=== bit_serial_adder ===
Fig. 1: bit_serial_adder, wires at chosen ports, followed through buffers
Bar = 20 um.
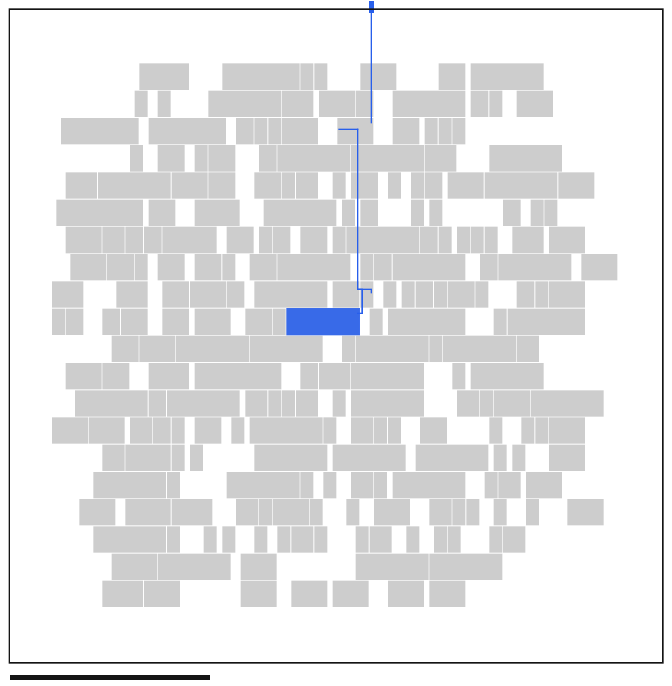
File: config.mk
export PLATFORM = sky130hd
export DESIGN_NAME = bit_serial_adder
export DESIGN_NICKNAME = d
export VERILOG_FILES = /design/src/rtl/bit_serial_adder.sv
export SDC_FILE = /design/constraint.sdc
export NUM_CORES = 1
export LEC_CHECK = 0
export CORE_MARGIN = 4
export CORE_UTILIZATION = 49
export DETAILED_ROUTE_END_ITERATION = 8
export PLACE_DENSITY = 0.77
export SYNTH_ARGS = -nofsm -noshare
export SYNTH_HDL_FRONTEND = slang
export SYNTH_SLANG_ARGS = --single-unit
File: constraint.sdc
create_clock -name clk -period 1.4 [get_ports clk]
set_input_delay 0.14 -clock clk [delete_from_list [all_inputs] [get_ports clk]]
set_output_delay 0.14 -clock clk [all_outputs]
set_load 0.005 [all_outputs]
File: src/rtl/bit_serial_adder.sv
// +--------------------------------------------------------------------------+
// | bit_serial_adder: LSB-first serial adder, one full-adder slice reused    |
// | WIDTH times with a carry flop; valid/ready on operands and result.       |
// | Revision: 1.0                                                            |
// +--------------------------------------------------------------------------+
`default_nettype none

module bit_serial_adder #(
    parameter int WIDTH = 8
) (
    input  logic             clk,
    input  logic             rst,
    input  logic             in_valid,
    output logic             in_ready,
    input  logic [WIDTH-1:0] a,
    input  logic [WIDTH-1:0] b,
    input  logic             carry_in,
    output logic             out_valid,
    input  logic             out_ready,
    output logic [WIDTH-1:0] sum,
    output logic             carry_out,
    output logic             overflow,
    output logic             busy
);

    localparam int CW = (WIDTH > 2) ? $clog2(WIDTH) : 1;
    localparam logic [CW-1:0] C_LAST_BIT = CW'(WIDTH - 1);

    typedef enum logic [1:0] {
        IDLE = 2'd0,
        RUN  = 2'd1,
        DONE = 2'd2
    } state_t;

    state_t            state_q,  state_d;
    logic [CW-1:0]     cnt_q,    cnt_d;
    logic              carry_q,  carry_d;
    logic [WIDTH-1:0]  a_sr_q,   a_sr_d;
    logic [WIDTH-1:0]  b_sr_q,   b_sr_d;
    logic [WIDTH-1:0]  sum_sr_q, sum_sr_d;
    logic [WIDTH-1:0]  sum_q,    sum_d;
    logic              cout_q,   cout_d;
    logic              ovf_q,    ovf_d;

    logic              w_s;
    logic              w_cn;
    logic [WIDTH-1:0]  w_sum_shifted;

    // Single full-adder slice working on the current LSBs.
    assign w_s  = a_sr_q[0] ^ b_sr_q[0] ^ carry_q;
    assign w_cn = (a_sr_q[0] & b_sr_q[0]) | (a_sr_q[0] & carry_q) | (b_sr_q[0] & carry_q);
    assign w_sum_shifted = {w_s, sum_sr_q[WIDTH-1:1]};

    always_ff @(posedge clk) begin
        if (rst) begin
            state_q  <= IDLE;
            cnt_q    <= '0;
            carry_q  <= 1'b0;
            a_sr_q   <= '0;
            b_sr_q   <= '0;
            sum_sr_q <= '0;
            sum_q    <= '0;
            cout_q   <= 1'b0;
            ovf_q    <= 1'b0;
        end else begin
            state_q  <= state_d;
            cnt_q    <= cnt_d;
            carry_q  <= carry_d;
            a_sr_q   <= a_sr_d;
            b_sr_q   <= b_sr_d;
            sum_sr_q <= sum_sr_d;
            sum_q    <= sum_d;
            cout_q   <= cout_d;
            ovf_q    <= ovf_d;
        end
    end

    always_comb begin
        state_d  = state_q;
        cnt_d    = cnt_q;
        carry_d  = carry_q;
        a_sr_d   = a_sr_q;
        b_sr_d   = b_sr_q;
        sum_sr_d = sum_sr_q;
        sum_d    = sum_q;
        cout_d   = cout_q;
        ovf_d    = ovf_q;

        case (state_q)
            IDLE: begin
                if (in_valid) begin
                    a_sr_d  = a;
                    b_sr_d  = b;
                    carry_d = carry_in;
                    cnt_d   = '0;
                    state_d = RUN;
                end
            end
            RUN: begin
                sum_sr_d = w_sum_shifted;
                a_sr_d   = {1'b0, a_sr_q[WIDTH-1:1]};
                b_sr_d   = {1'b0, b_sr_q[WIDTH-1:1]};
                carry_d  = w_cn;
                cnt_d    = cnt_q + CW'(1);
                if (cnt_q == C_LAST_BIT) begin
                    // carry_q is the carry into the MSB on this last slice.
                    ovf_d   = carry_q ^ w_cn;
                    cout_d  = w_cn;
                    sum_d   = w_sum_shifted;
                    state_d = DONE;
                end
            end
            DONE: begin
                if (out_ready) begin
                    state_d = IDLE;
                end
            end
            default: begin
                state_d = IDLE;
            end
        endcase
    end

    assign in_ready  = (state_q == IDLE);
    assign busy      = (state_q == RUN);
    assign out_valid = (state_q == DONE);
    assign sum       = sum_q;
    assign carry_out = cout_q;
    assign overflow  = ovf_q;

endmodule

`default_nettype wire

==> reports/qor_table.md <==
| Metric | Reported |
|:---|:---|
| Status | complete, no violations |
| Vias post-DR | 1,412 |
| Crit-path max FO | 2 |
| H-tree Lvls | 2 |
| Critical path startpoint | overflow |
| Design Area, Final | 2140 sq um |
| Final net count | 261 |
| Mean Syn Cell Area | 8.25 sq um |
| Number of warnings reported in the yosys synthesis log | 0 |
| Number of setup violations in the final report | 0 |
| Fraction of registers with async set/reset | 0% |
| Final period demand of the worst path | 1340 ps |
| Cell type with the highest aggregate area in the netlist | sky130_fd_sc_hd__dfxtp_1 |
| Post-synthesis cell type with the largest instance count | sky130_fd_sc_hd__nor2_1 |
| Non-clock buffer count | 49 |
Notes on Fig. 1 above:
[blue] `overflow` | bits: 1 | direction: output | end cells: 1 | buffers: 1 | wire: 33.9 um
number of buffer cells added on primary ports: 33
Ports: 34


=== bcd_seq_ctrl ===
Fig. 2: bcd_seq_ctrl, wires at chosen ports, followed through buffers
Bar = 20 um.
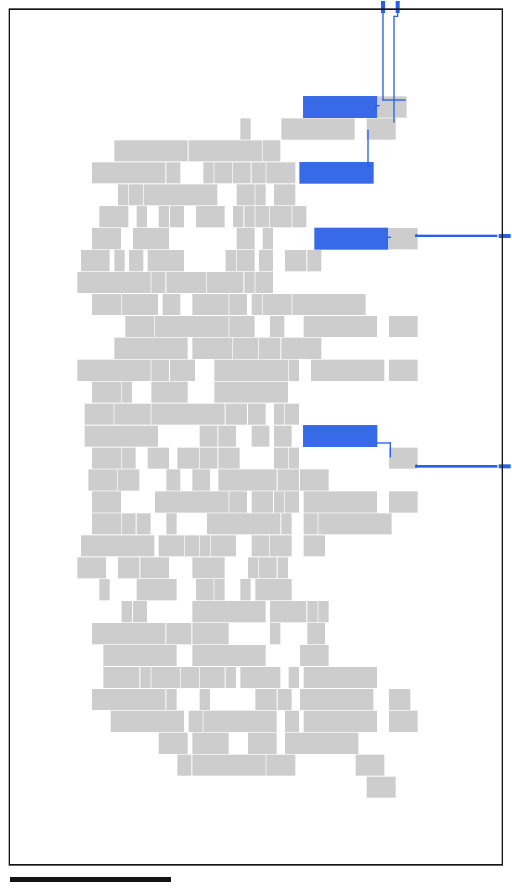
[src/rtl/bcd_seq_ctrl.sv]
// Sequential 9-bit binary-to-BCD converter: one shift-and-add-3 step per clock
// over a shared correction datapath, sequenced by a small FSM and counter.
module bcd_seq_ctrl #(
  parameter int IN_W = 9,
  parameter int ITER = 9
) (
  input  logic            clk,
  input  logic            rst_n,
  input  logic            in_valid,
  input  logic [IN_W-1:0] in_bin,
  output logic            busy,
  output logic            out_valid,
  output logic [2:0]      out_hundred,
  output logic [3:0]      out_ten,
  output logic [3:0]      out_unit
);

  localparam logic [1:0] S_IDLE  = 2'd0;
  localparam logic [1:0] S_SHIFT = 2'd1;
  localparam logic [1:0] S_DONE  = 2'd2;
  localparam logic [3:0] LAST    = 4'(ITER - 1);

  logic [1:0]      state_q, state_d;
  logic [IN_W-1:0] bin_q, bin_d;
  logic [10:0]     bcd_q, bcd_d;
  logic [3:0]      cnt_q, cnt_d;
  logic            valid_q, valid_d;
  logic [2:0]      hun_q, hun_d;
  logic [3:0]      ten_q, ten_d;
  logic [3:0]      unit_q, unit_d;

  logic [3:0]           units_c, tens_c;
  logic [IN_W+10:0]     step_in, step_out;

  // Hundreds is at most 2 before the final shift, so only tens/units get add-3.
  always_comb begin
    units_c  = (bcd_q[3:0] >= 4'd5) ? bcd_q[3:0] + 4'd3 : bcd_q[3:0];
    tens_c   = (bcd_q[7:4] >= 4'd5) ? bcd_q[7:4] + 4'd3 : bcd_q[7:4];
    step_in  = {bcd_q[10:8], tens_c, units_c, bin_q};
    step_out = step_in << 1;
  end

  always_comb begin
    state_d = state_q;
    bin_d   = bin_q;
    bcd_d   = bcd_q;
    cnt_d   = cnt_q;
    valid_d = 1'b0;
    hun_d   = 3'd0;
    ten_d   = 4'd0;
    unit_d  = 4'd0;
    case (state_q)
      S_IDLE, S_DONE: begin
        if (in_valid) begin
          bin_d   = in_bin;
          bcd_d   = '0;
          cnt_d   = '0;
          state_d = S_SHIFT;
        end else begin
          state_d = S_IDLE;
        end
      end
      S_SHIFT: begin
        bcd_d = step_out[IN_W+10:IN_W];
        bin_d = step_out[IN_W-1:0];
        cnt_d = cnt_q + 4'd1;
        if (cnt_q == LAST) begin
          state_d = S_DONE;
          valid_d = 1'b1;
          hun_d   = step_out[IN_W+10:IN_W+8];
          ten_d   = step_out[IN_W+7:IN_W+4];
          unit_d  = step_out[IN_W+3:IN_W];
        end
      end
      default: state_d = S_IDLE;
    endcase
  end

  always_ff @(posedge clk or negedge rst_n) begin
    if (!rst_n) begin
      state_q <= S_IDLE;
      bin_q   <= '0;
      bcd_q   <= '0;
      cnt_q   <= '0;
      valid_q <= 1'b0;
      hun_q   <= '0;
      ten_q   <= '0;
      unit_q  <= '0;
    end else begin
      state_q <= state_d;
      bin_q   <= bin_d;
      bcd_q   <= bcd_d;
      cnt_q   <= cnt_d;
      valid_q <= valid_d;
      hun_q   <= hun_d;
      ten_q   <= ten_d;
      unit_q  <= unit_d;
    end
  end

  assign busy        = (state_q == S_SHIFT);
  assign out_valid   = valid_q;
  assign out_hundred = hun_q;
  assign out_ten     = ten_q;
  assign out_unit    = unit_q;

endmodule

[config.mk]
export PLATFORM = sky130hd
export DESIGN_NAME = bcd_seq_ctrl
export DESIGN_NICKNAME = d
export VERILOG_FILES = /design/src/rtl/bcd_seq_ctrl.sv
export SDC_FILE = /design/constraint.sdc
export NUM_CORES = 1
export LEC_CHECK = 0
export CAP_MARGIN = 10
export CORE_ASPECT_RATIO = 2
export CORE_MARGIN = 8
export CORE_UTILIZATION = 44
export CTS_CLUSTER_SIZE = 12
export DETAILED_ROUTE_END_ITERATION = 7
export PLACE_DENSITY = 0.73
export SYNTH_ARGS = -nofsm -noshare
export SYNTH_HDL_FRONTEND = slang
export SYNTH_SLANG_ARGS = --single-unit
[constraint.sdc]
create_clock -name clk -period 1.7 [get_ports clk]
set_input_delay 0.17 -clock clk [delete_from_list [all_inputs] [get_ports clk]]
set_output_delay 0.17 -clock clk [all_outputs]
set_load 0.01 [all_outputs]
==> reports/qor_table.md <==
| Metric | Reported |
|:---|:---|
| Latency at later pin | 290 ps |
| Cell types with the largest area share after synthesis | sky130_fd_sc_hd__dfrtp_1, sky130_fd_sc_hd__nand2_1, sky130_fd_sc_hd__a22oi_2 |
| Fin Hold WS | 300 ps |
| CP max stage delay | 540 ps |
| Highest metal layer with signal wires | met4 |
| Logic area | 728 sq um |
| Portion of the post-synthesis area used by sequential elements | 52.1% |
| Slew Limit Fails | 0 |
| Cell type with the highest aggregate area in the netlist | sky130_fd_sc_hd__dfrtp_1 |
| R2R cell count | 5 |
| RR Startpoint | bcd_q[4] |
| Critical path destination | busy |
| Clock-pin slew on the worst setup and hold paths | 70 ps |
| Non-clock buffer count | 30 |
| Category of the worst setup path capture point | primary output |
| Count of buffering cells on the critical path with inverters included | 2 |
| Total count of hold-check failures in the final report | 0 |
| Main flop type | sky130_fd_sc_hd__dfrtp_1 |
| Mean Syn Cell Area | 10.6 sq um |
| Max_cap viols | 0 |
| Clock Root Buffer | sky130_fd_sc_hd__clkbuf_8 |
| EDFF count, synth | 0 |
| Met1 routed wirelength after detailed routing | 1460 um |
| Status | complete, no violations |
| Flip-flop count of the largest register after layout | 10 |
| Fraction of registers with async set/reset | 100% |
| Post-detailed-route wirelength per cell | 15.5 um |
## Picture notes: Fig. 2
[blue] `out_ten` | bits: 4 | direction: output | end cells: 4 | buffers: 4 | wire: 57.9 um


=== serial_rb_loader ===
**config.mk**
```make
export PLATFORM = sky130hd
export DESIGN_NAME = serial_rb_loader
export DESIGN_NICKNAME = d
export VERILOG_FILES = /design/src/rtl/serial_rb_pkg.sv /design/src/rtl/serial_frame_shifter.sv /design/src/rtl/serial_rb_loader.sv
export SDC_FILE = /design/constraint.sdc
export NUM_CORES = 1
export LEC_CHECK = 0
export CAP_MARGIN = 20
export CORE_ASPECT_RATIO = 1.75
export CORE_MARGIN = 8
export CORE_UTILIZATION = 40
export CTS_BUF_LIST = sky130_fd_sc_hd__clkbuf_4
export DETAILED_ROUTE_END_ITERATION = 12
export GPL_ROUTABILITY_DRIVEN = 0
export PLACE_DENSITY = 0.69
export SETUP_SLACK_MARGIN = 0.4
export SYNTH_ARGS = -nofsm -noshare
export SYNTH_HDL_FRONTEND = slang
export SYNTH_SLANG_ARGS = --single-unit
```
**constraint.sdc**
```tcl
create_clock -name clk -period 1.9 [get_ports clk]
set_clock_uncertainty 0.1 [all_clocks]
set_input_delay 0.19 -clock clk [delete_from_list [all_inputs] [get_ports clk]]
set_output_delay 0.19 -clock clk [all_outputs]
set_load 0.05 [all_outputs]
```
**src/rtl/serial_rb_pkg.sv**
```systemverilog
// Shared types and sizing helpers for the serial register-bank loader.
package serial_rb_pkg;

   typedef enum logic [2:0] {
      IDLE    = 3'd0,
      SHIFT   = 3'd1,
      CHECK   = 3'd2,
      WAIT_HI = 3'd3,
      DONE    = 3'd4
   } rb_state_e;

   localparam int MAX_FL = 64;
   localparam int CNT_W  = $clog2(MAX_FL) + 1;

   function automatic int frame_len(input int aw, input int dw, input int parity);
      return aw + dw + ((parity != 0) ? 1 : 0);
   endfunction

endpackage

```
**src/rtl/serial_frame_shifter.sv**
```systemverilog
// MSB-first frame capture: address/data payload register, bit counter and running parity.
module serial_frame_shifter
   import serial_rb_pkg::*;
#(
   parameter int AW     = 3,
   parameter int DW     = 18,
   parameter int PARITY = 1
) (
   input  logic          clk,
   input  logic          rst,
   input  logic          start,
   input  logic          shift,
   input  logic          sd,
   output logic [AW-1:0] addr,
   output logic [DW-1:0] data,
   output logic          par,
   output logic          last,
   output logic          full
);

   localparam int FL = frame_len(AW, DW, PARITY);
   localparam int PW = AW + DW;
   localparam logic [CNT_W-1:0] FL_C   = CNT_W'(FL);
   localparam logic [CNT_W-1:0] LAST_C = CNT_W'(FL - 1);
   localparam logic [CNT_W-1:0] PW_C   = CNT_W'(PW);

   logic [PW-1:0]    sr;
   logic [CNT_W-1:0] cnt;

   // The trailing parity bit only feeds the running parity; it never enters the payload.
   always_ff @(posedge clk) begin
      if (rst) begin
         sr  <= {{AW{1'b1}}, {DW{1'b0}}};
         cnt <= '0;
         par <= 1'b0;
      end else if (start) begin
         sr  <= {sr[PW-2:0], sd};
         cnt <= CNT_W'(1);
         par <= sd;
      end else if (shift) begin
         if (cnt < PW_C) sr <= {sr[PW-2:0], sd};
         cnt <= cnt + CNT_W'(1);
         par <= par ^ sd;
      end
   end

   assign addr = sr[PW-1 -: AW];
   assign data = sr[DW-1:0];
   assign last = (cnt == LAST_C);
   assign full = (cnt == FL_C);

endmodule

```
**src/rtl/serial_rb_loader.sv**
```systemverilog
// Serial frame receiver driving single-cycle register-bank writes, with error
// counting and a done flag once every bank address has been written.
module serial_rb_loader
   import serial_rb_pkg::*;
#(
   parameter int AW     = 3,
   parameter int DW     = 18,
   parameter int PARITY = 1,
   parameter int ECW    = 8
) (
   input  logic           clk,
   input  logic           rst,
   input  logic           sen,
   input  logic           sd,
   output logic           RB_RW,
   output logic [AW-1:0]  RB_A,
   output logic [DW-1:0]  RB_D,
   output logic           done,
   output logic           frame_err,
   output logic           par_err,
   output logic [ECW-1:0] err_cnt
);

   localparam int NB = 2 ** AW;

   rb_state_e      state;
   logic [NB-1:0]  written;
   logic [NB-1:0]  written_nxt;
   logic           start, shift, par, last, full, good;

   assign start = (state == IDLE)  && !sen;
   assign shift = (state == SHIFT) && !sen;

   serial_frame_shifter #(
      .AW     (AW),
      .DW     (DW),
      .PARITY (PARITY)
   ) u_shifter (
      .clk   (clk),
      .rst   (rst),
      .start (start),
      .shift (shift),
      .sd    (sd),
      .addr  (RB_A),
      .data  (RB_D),
      .par   (par),
      .last  (last),
      .full  (full)
   );

   // Parity over the whole frame, evaluated at the edge that captures its last bit.
   assign good        = (PARITY == 0) || !(par ^ sd);
   assign written_nxt = written | (NB'(1) << RB_A);

   always_ff @(posedge clk) begin
      if (rst) begin
         state     <= IDLE;
         written   <= '0;
         RB_RW     <= 1'b1;
         done      <= 1'b0;
         frame_err <= 1'b0;
         par_err   <= 1'b0;
         err_cnt   <= '0;
      end else begin
         RB_RW     <= 1'b1;
         frame_err <= 1'b0;
         par_err   <= 1'b0;
         if ((frame_err || par_err) && !(&err_cnt)) err_cnt <= err_cnt + ECW'(1);

         case (state)
            IDLE: if (!sen) state <= SHIFT;
            SHIFT: begin
               if (sen) begin
                  frame_err <= 1'b1;
                  state     <= IDLE;
               end else if (last) begin
                  RB_RW   <= ~good;
                  par_err <= ~good;
                  state   <= CHECK;
               end
            end
            CHECK: begin
               if (!RB_RW && full) written <= written_nxt;
               if (!RB_RW && full && (&written_nxt)) begin
                  done  <= 1'b1;
                  state <= DONE;
               end else if (!sen) begin
                  state <= WAIT_HI;
               end else begin
                  state <= IDLE;
               end
            end
            WAIT_HI: if (sen) state <= IDLE;
            DONE: state <= DONE;
            default: state <= IDLE;
         endcase
      end
   end

endmodule

```
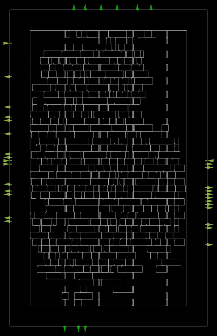
Fig. 3. Cell placement (serial_rb_loader).
total core area: 7080 sq um
number of cell rows: 41
Flop Count: 52
number of well-tap cells placed: 86
sequential cell area share: 25.9%

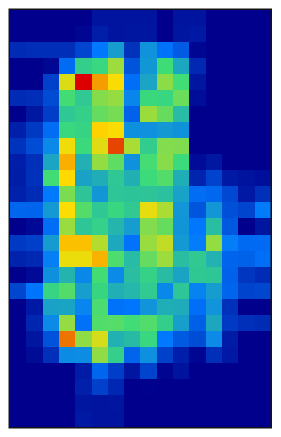
Fig. 4. Wire density map (serial_rb_loader).
The die is cut into 16 by 26 equal tiles; dark blue is low, red is high, scaled to the fullest tile. Values are wire area over tile area, all layers added.
densest ninth of the die: middle
emptiest ninth of the die: top right
nearly empty tiles: 30%
tiles over half the peak: 15%

==> reports/qor_table.md <==
| Metric | Reported |
|:---|:---|
| Status | complete, no violations |
| Max-slew headroom at the worst pin | 68.1% |
| Fraction of post-synthesis cell area in the top cell type by area | 36.3% |
| CTS Sinks | 52 |
| Switching Share | 30.8% |
| Seq pwr | 1.15 mW |
| Cts-stage hold buffer count | 0 |
| Commonest cells post-synth | sky130_fd_sc_hd__dfxtp_1, sky130_fd_sc_hd__nand2_1, sky130_fd_sc_hd__clkbuf_1 |
| Clock Root Buffer | sky130_fd_sc_hd__clkbuf_4 |
| Top cell category | multi-input combinational cells |
| Crit-path max FO | 6 |
| Met3 track demand over resource | 3.86% |
| Number of non-clock inverters | 9 |
| Met1 Track Usage GR | 18.9% |
| Category of the worst setup path capture point | flip-flop |
| Total power after layout | 2.10 mW |
| Non-clock buffering overhead in the final layout | 20.9% |
| Post-cts repair resize count | 142 |
| Cell Int Power | 1.45 mW |
| Met3 WL post-DR | 538 um |
| Area fraction in and, or, nand and nor cells after synthesis | 29.6% |
| Footprint of the flip-flops and latches | 1090 sq um |

=== uart_rx_engine ===
File: src/rtl/uart_pkg.sv
// Shared UART definitions: receive FSM states,
// frame geometry and parity-sense constants.
package uart_pkg;

    typedef enum logic [1:0] {
        ST_IDLE,
        ST_START,
        ST_DATA,
        ST_STOP
    } rx_state_t;

    localparam int DATA_MAX = 8;
    localparam int SHREG_W  = 10;

    localparam logic PAR_EVEN = 1'b0;
    localparam logic PAR_ODD  = 1'b1;

    // Data plus parity bits sampled after the start bit
    function automatic logic [3:0] frame_bits(
        input logic eight,
        input logic pen
    );
        return 4'd7 + 4'(eight) + 4'(pen);
    endfunction

endpackage

File: src/rtl/uart_bit_timer.sv
// Loadable bit-time down-counter; tick marks
// the last clock of the loaded interval.
module uart_bit_timer #(
    parameter int DIV_W = 19
) (
    input  logic             clk,
    input  logic             rst_n,
    input  logic             load,
    input  logic [DIV_W-1:0] load_val,
    output logic             tick
);

    logic [DIV_W-1:0] cnt;

    // Reload on request, otherwise run down to zero and stop
    always_ff @(posedge clk or negedge rst_n) begin
        if (!rst_n) begin
            cnt <= '0;
        end else if (load) begin
            cnt <= load_val;
        end else if (cnt != '0) begin
            cnt <= cnt - DIV_W'(1);
        end
    end

    assign tick = (cnt == DIV_W'(1));

endmodule

File: src/rtl/uart_rx_engine.sv
// UART receive engine: synchronizes rx, samples mid-bit,
// checks parity and stop, and flags overruns to the host.
module uart_rx_engine
    import uart_pkg::*;
#(
    parameter int DIV_W = 19
) (
    input  logic             clk,
    input  logic             rst_n,
    input  logic             rx,
    input  logic [DIV_W-1:0] baud_k,
    input  logic             eight,
    input  logic             pen,
    input  logic             ohel,
    input  logic             read,
    output logic [7:0]       rx_data,
    output logic             rx_rdy,
    output logic             perr,
    output logic             ferr,
    output logic             ovf
);

    logic rx_m;
    logic rx_s;

    rx_state_t state;

    logic             eight_l;
    logic             pen_l;
    logic             ohel_l;
    logic [DIV_W-1:0] k_l;

    logic [3:0]         bit_cnt;
    logic [SHREG_W-1:0] shreg;

    logic             tmr_load;
    logic [DIV_W-1:0] tmr_val;
    logic             tick;

    logic [3:0]         n_bits;
    logic [SHREG_W-1:0] just;
    logic [7:0]         data_x;
    logic               par_x;
    logic               perr_x;

    // Two-flop synchronizer, idles high out of reset
    always_ff @(posedge clk or negedge rst_n) begin
        if (!rst_n) begin
            rx_m <= 1'b1;
            rx_s <= 1'b1;
        end else begin
            rx_m <= rx;
            rx_s <= rx_m;
        end
    end

    uart_bit_timer #(
        .DIV_W(DIV_W)
    ) u_timer (
        .clk     (clk),
        .rst_n   (rst_n),
        .load    (tmr_load),
        .load_val(tmr_val),
        .tick    (tick)
    );

    // Half-bit delay to the start sample, full bits after
    always_comb begin
        tmr_load = 1'b0;
        tmr_val  = k_l;
        unique case (state)
            ST_IDLE: begin
                if (!rx_s) begin
                    tmr_load = 1'b1;
                    tmr_val  = baud_k >> 1;
                end
            end
            ST_START: begin
                if (tick && !rx_s) begin
                    tmr_load = 1'b1;
                end
            end
            ST_DATA: begin
                if (tick) begin
                    tmr_load = 1'b1;
                end
            end
            default: ;
        endcase
    end

    // Right-justify the sampled bits and evaluate parity
    always_comb begin
        n_bits = frame_bits(eight_l, pen_l);
        just   = shreg >> (4'(SHREG_W) - n_bits);
        data_x = just[7:0];
        if (!eight_l) begin
            data_x[7] = 1'b0;
        end
        par_x  = just[4'd7 + 4'(eight_l)];
        perr_x = pen_l & ((^data_x ^ par_x) != ohel_l);
    end

    // Frame sequencing, shift register and host flags
    always_ff @(posedge clk or negedge rst_n) begin
        if (!rst_n) begin
            state   <= ST_IDLE;
            eight_l <= 1'b0;
            pen_l   <= 1'b0;
            ohel_l  <= PAR_EVEN;
            k_l     <= '0;
            bit_cnt <= '0;
            shreg   <= '1;
            rx_data <= '0;
            rx_rdy  <= 1'b0;
            perr    <= 1'b0;
            ferr    <= 1'b0;
            ovf     <= 1'b0;
        end else begin
            if (read) begin
                rx_rdy <= 1'b0;
                perr   <= 1'b0;
                ferr   <= 1'b0;
                ovf    <= 1'b0;
            end
            unique case (state)
                ST_IDLE: begin
                    if (!rx_s) begin
                        eight_l <= eight;
                        pen_l   <= pen;
                        ohel_l  <= ohel;
                        k_l     <= baud_k;
                        state   <= ST_START;
                    end
                end
                ST_START: begin
                    if (tick) begin
                        if (rx_s) begin
                            state <= ST_IDLE;
                        end else begin
                            bit_cnt <= '0;
                            state   <= ST_DATA;
                        end
                    end
                end
                ST_DATA: begin
                    if (tick) begin
                        shreg   <= {rx_s, shreg[SHREG_W-1:1]};
                        bit_cnt <= bit_cnt + 4'd1;
                        if (bit_cnt == n_bits - 4'd1) begin
                            state <= ST_STOP;
                        end
                    end
                end
                ST_STOP: begin
                    if (tick) begin
                        rx_data <= data_x;
                        perr    <= perr_x;
                        ferr    <= ~rx_s;
                        ovf     <= ~read & (rx_rdy | ovf);
                        rx_rdy  <= 1'b1;
                        state   <= ST_IDLE;
                    end
                end
                default: state <= ST_IDLE;
            endcase
        end
    end

endmodule
File: config.mk
export PLATFORM = sky130hd
export DESIGN_NAME = uart_rx_engine
export DESIGN_NICKNAME = d
export VERILOG_FILES = /design/src/rtl/uart_pkg.sv /design/src/rtl/uart_bit_timer.sv /design/src/rtl/uart_rx_engine.sv
export SDC_FILE = /design/constraint.sdc
export NUM_CORES = 1
export LEC_CHECK = 0
export CORE_MARGIN = 1.5
export CORE_UTILIZATION = 52
export DETAILED_ROUTE_END_ITERATION = 10
export HOLD_SLACK_MARGIN = 0.1
export PLACE_DENSITY = 0.76
export SYNTH_ARGS = -nofsm -noshare
export SYNTH_HDL_FRONTEND = slang
export SYNTH_SLANG_ARGS = --single-unit
File: constraint.sdc
create_clock -name clk -period 2.05 [get_ports clk]
set_input_delay 0.205 -clock clk [delete_from_list [all_inputs] [get_ports clk]]
set_output_delay 0.205 -clock clk [all_outputs]
set_load 0.005 [all_outputs]
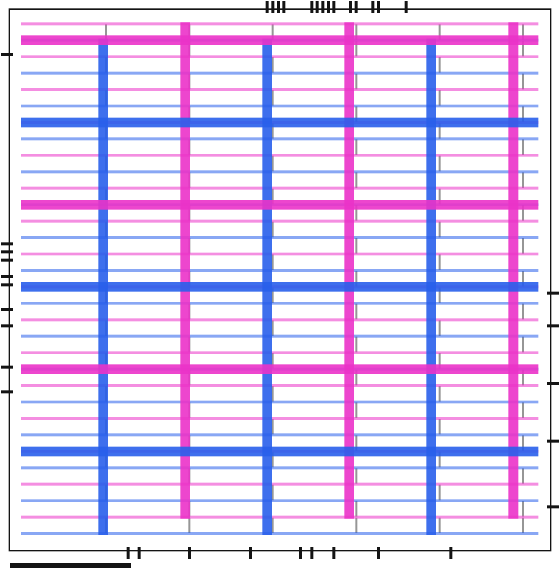
Fig. 5. PDN straps and rails (uart_rx_engine).
Bar = 20 um. Pins as bars on the die edge. Tap cells in gray.
[magenta] VDD
[blue] VSS
tap cells: 99
signal pins: 38
met1 rails: 32
met4 straps: 6
met5 straps: 6

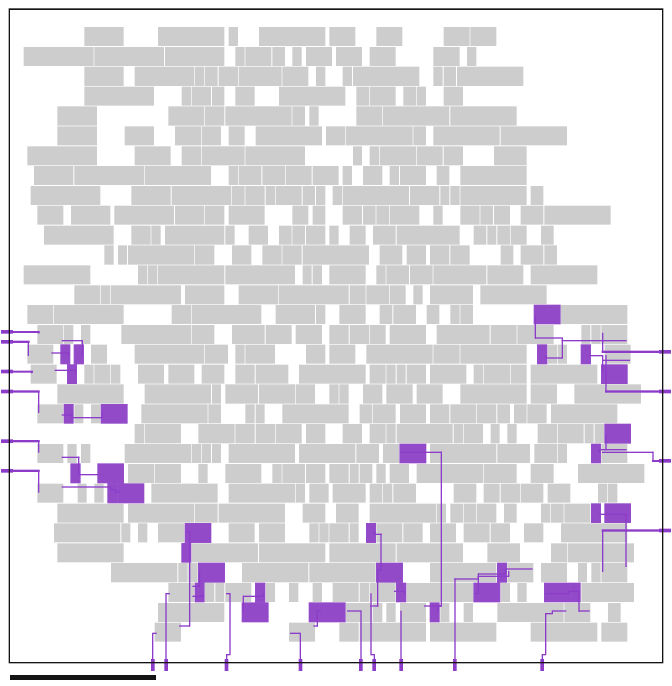
Fig. 6. Wires at chosen ports, followed through buffers (uart_rx_engine).
Bar = 20 um.
[purple] `baud_k` | bits: 19 | direction: input | end cells: 34 | buffers: 19 | wire: 325 um
Ports: 38
number of buffer cells added on primary ports: 37

==> reports/qor_table.md <==
| Metric | Reported |
|:---|:---|
| Number of well-tap cells placed | 99 |
| Hold wc startpoint | rx |
| Area fraction in and, or, nand and nor cells after synthesis | 20.8% |
| Cell depth of the worst min-delay path | 1 |
| Crit-path max FO | 4 |
| Maximum root-to-sink buffer count | 2 |
| Footprint of the flip-flops and latches | 1790 sq um |
| Met2 usage in global routing | 37.5% |
| FF-to-FF setup slack | -110 ps |
| Hold Crit Class | in -> reg |
| RSZ-0062 raised after global routing | true |
| Initial standard-cell utilization of the core | 53.7% |
| Xor+xnor area frac | 5.23% |
| Post-detailed-route wirelength per cell | 15.2 um |
| Most crowded layer after global routing | met2 |
| Highest metal layer with signal wires | met4 |
| Failing checks | setup timing |
| Final period demand of the worst path | 2160 ps |
| Number of setup violations in the final report | 4 |
| Place WS | -148 ps |
| Achievable Freq | 462 MHz |
| Status | finished, violations left |
| Final critical-path setup slack | -113 ps |
| Cell area after technology mapping | 3870 sq um |
| Die area | 7980 sq um |


==> layout pictures side by side <==
Placed cells, one color a class.
Fill, decap, tap and diode cells in gray.
Plate I
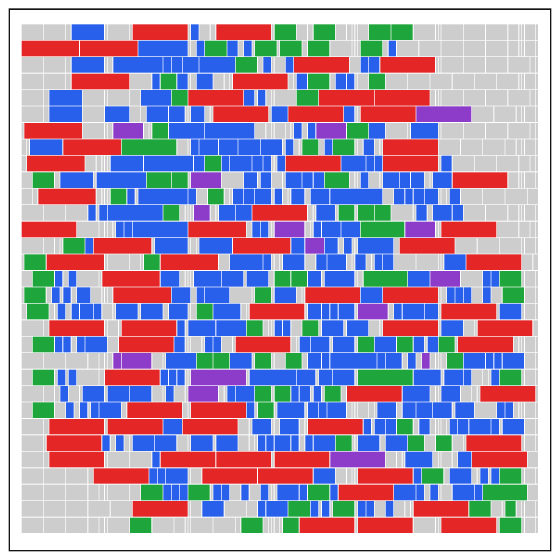
Plate II
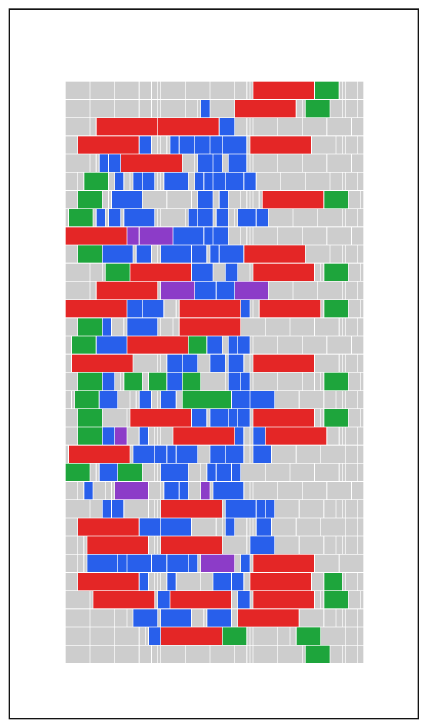
Plate III
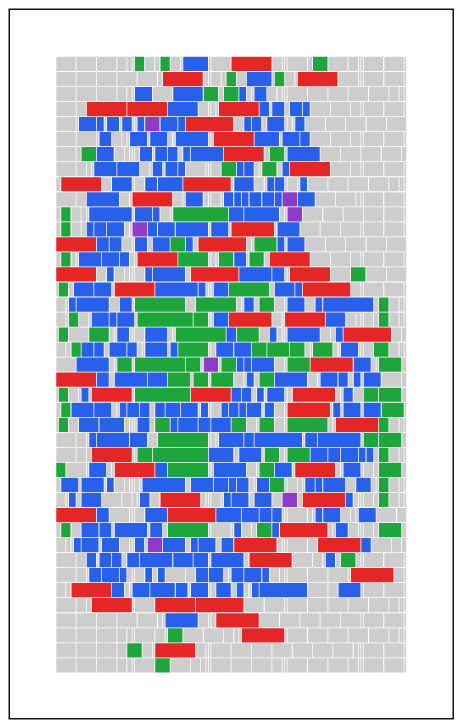
Plate IV
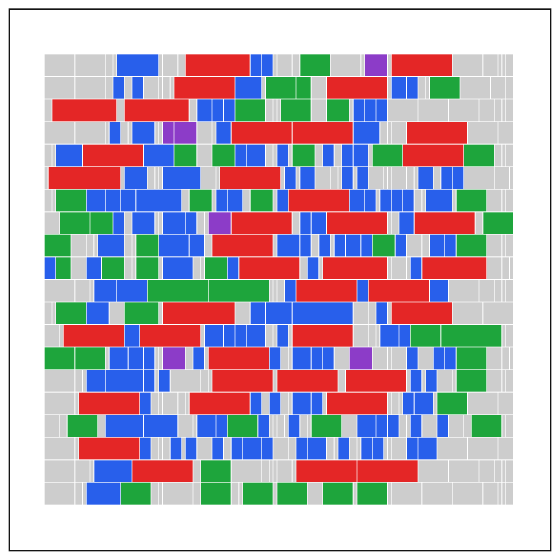
Plate IV is bit_serial_adder.
Plate I is uart_rx_engine.
Plate III is serial_rb_loader.
Plate II is bcd_seq_ctrl.

Power is estimated from default activity; no workload was simulated.
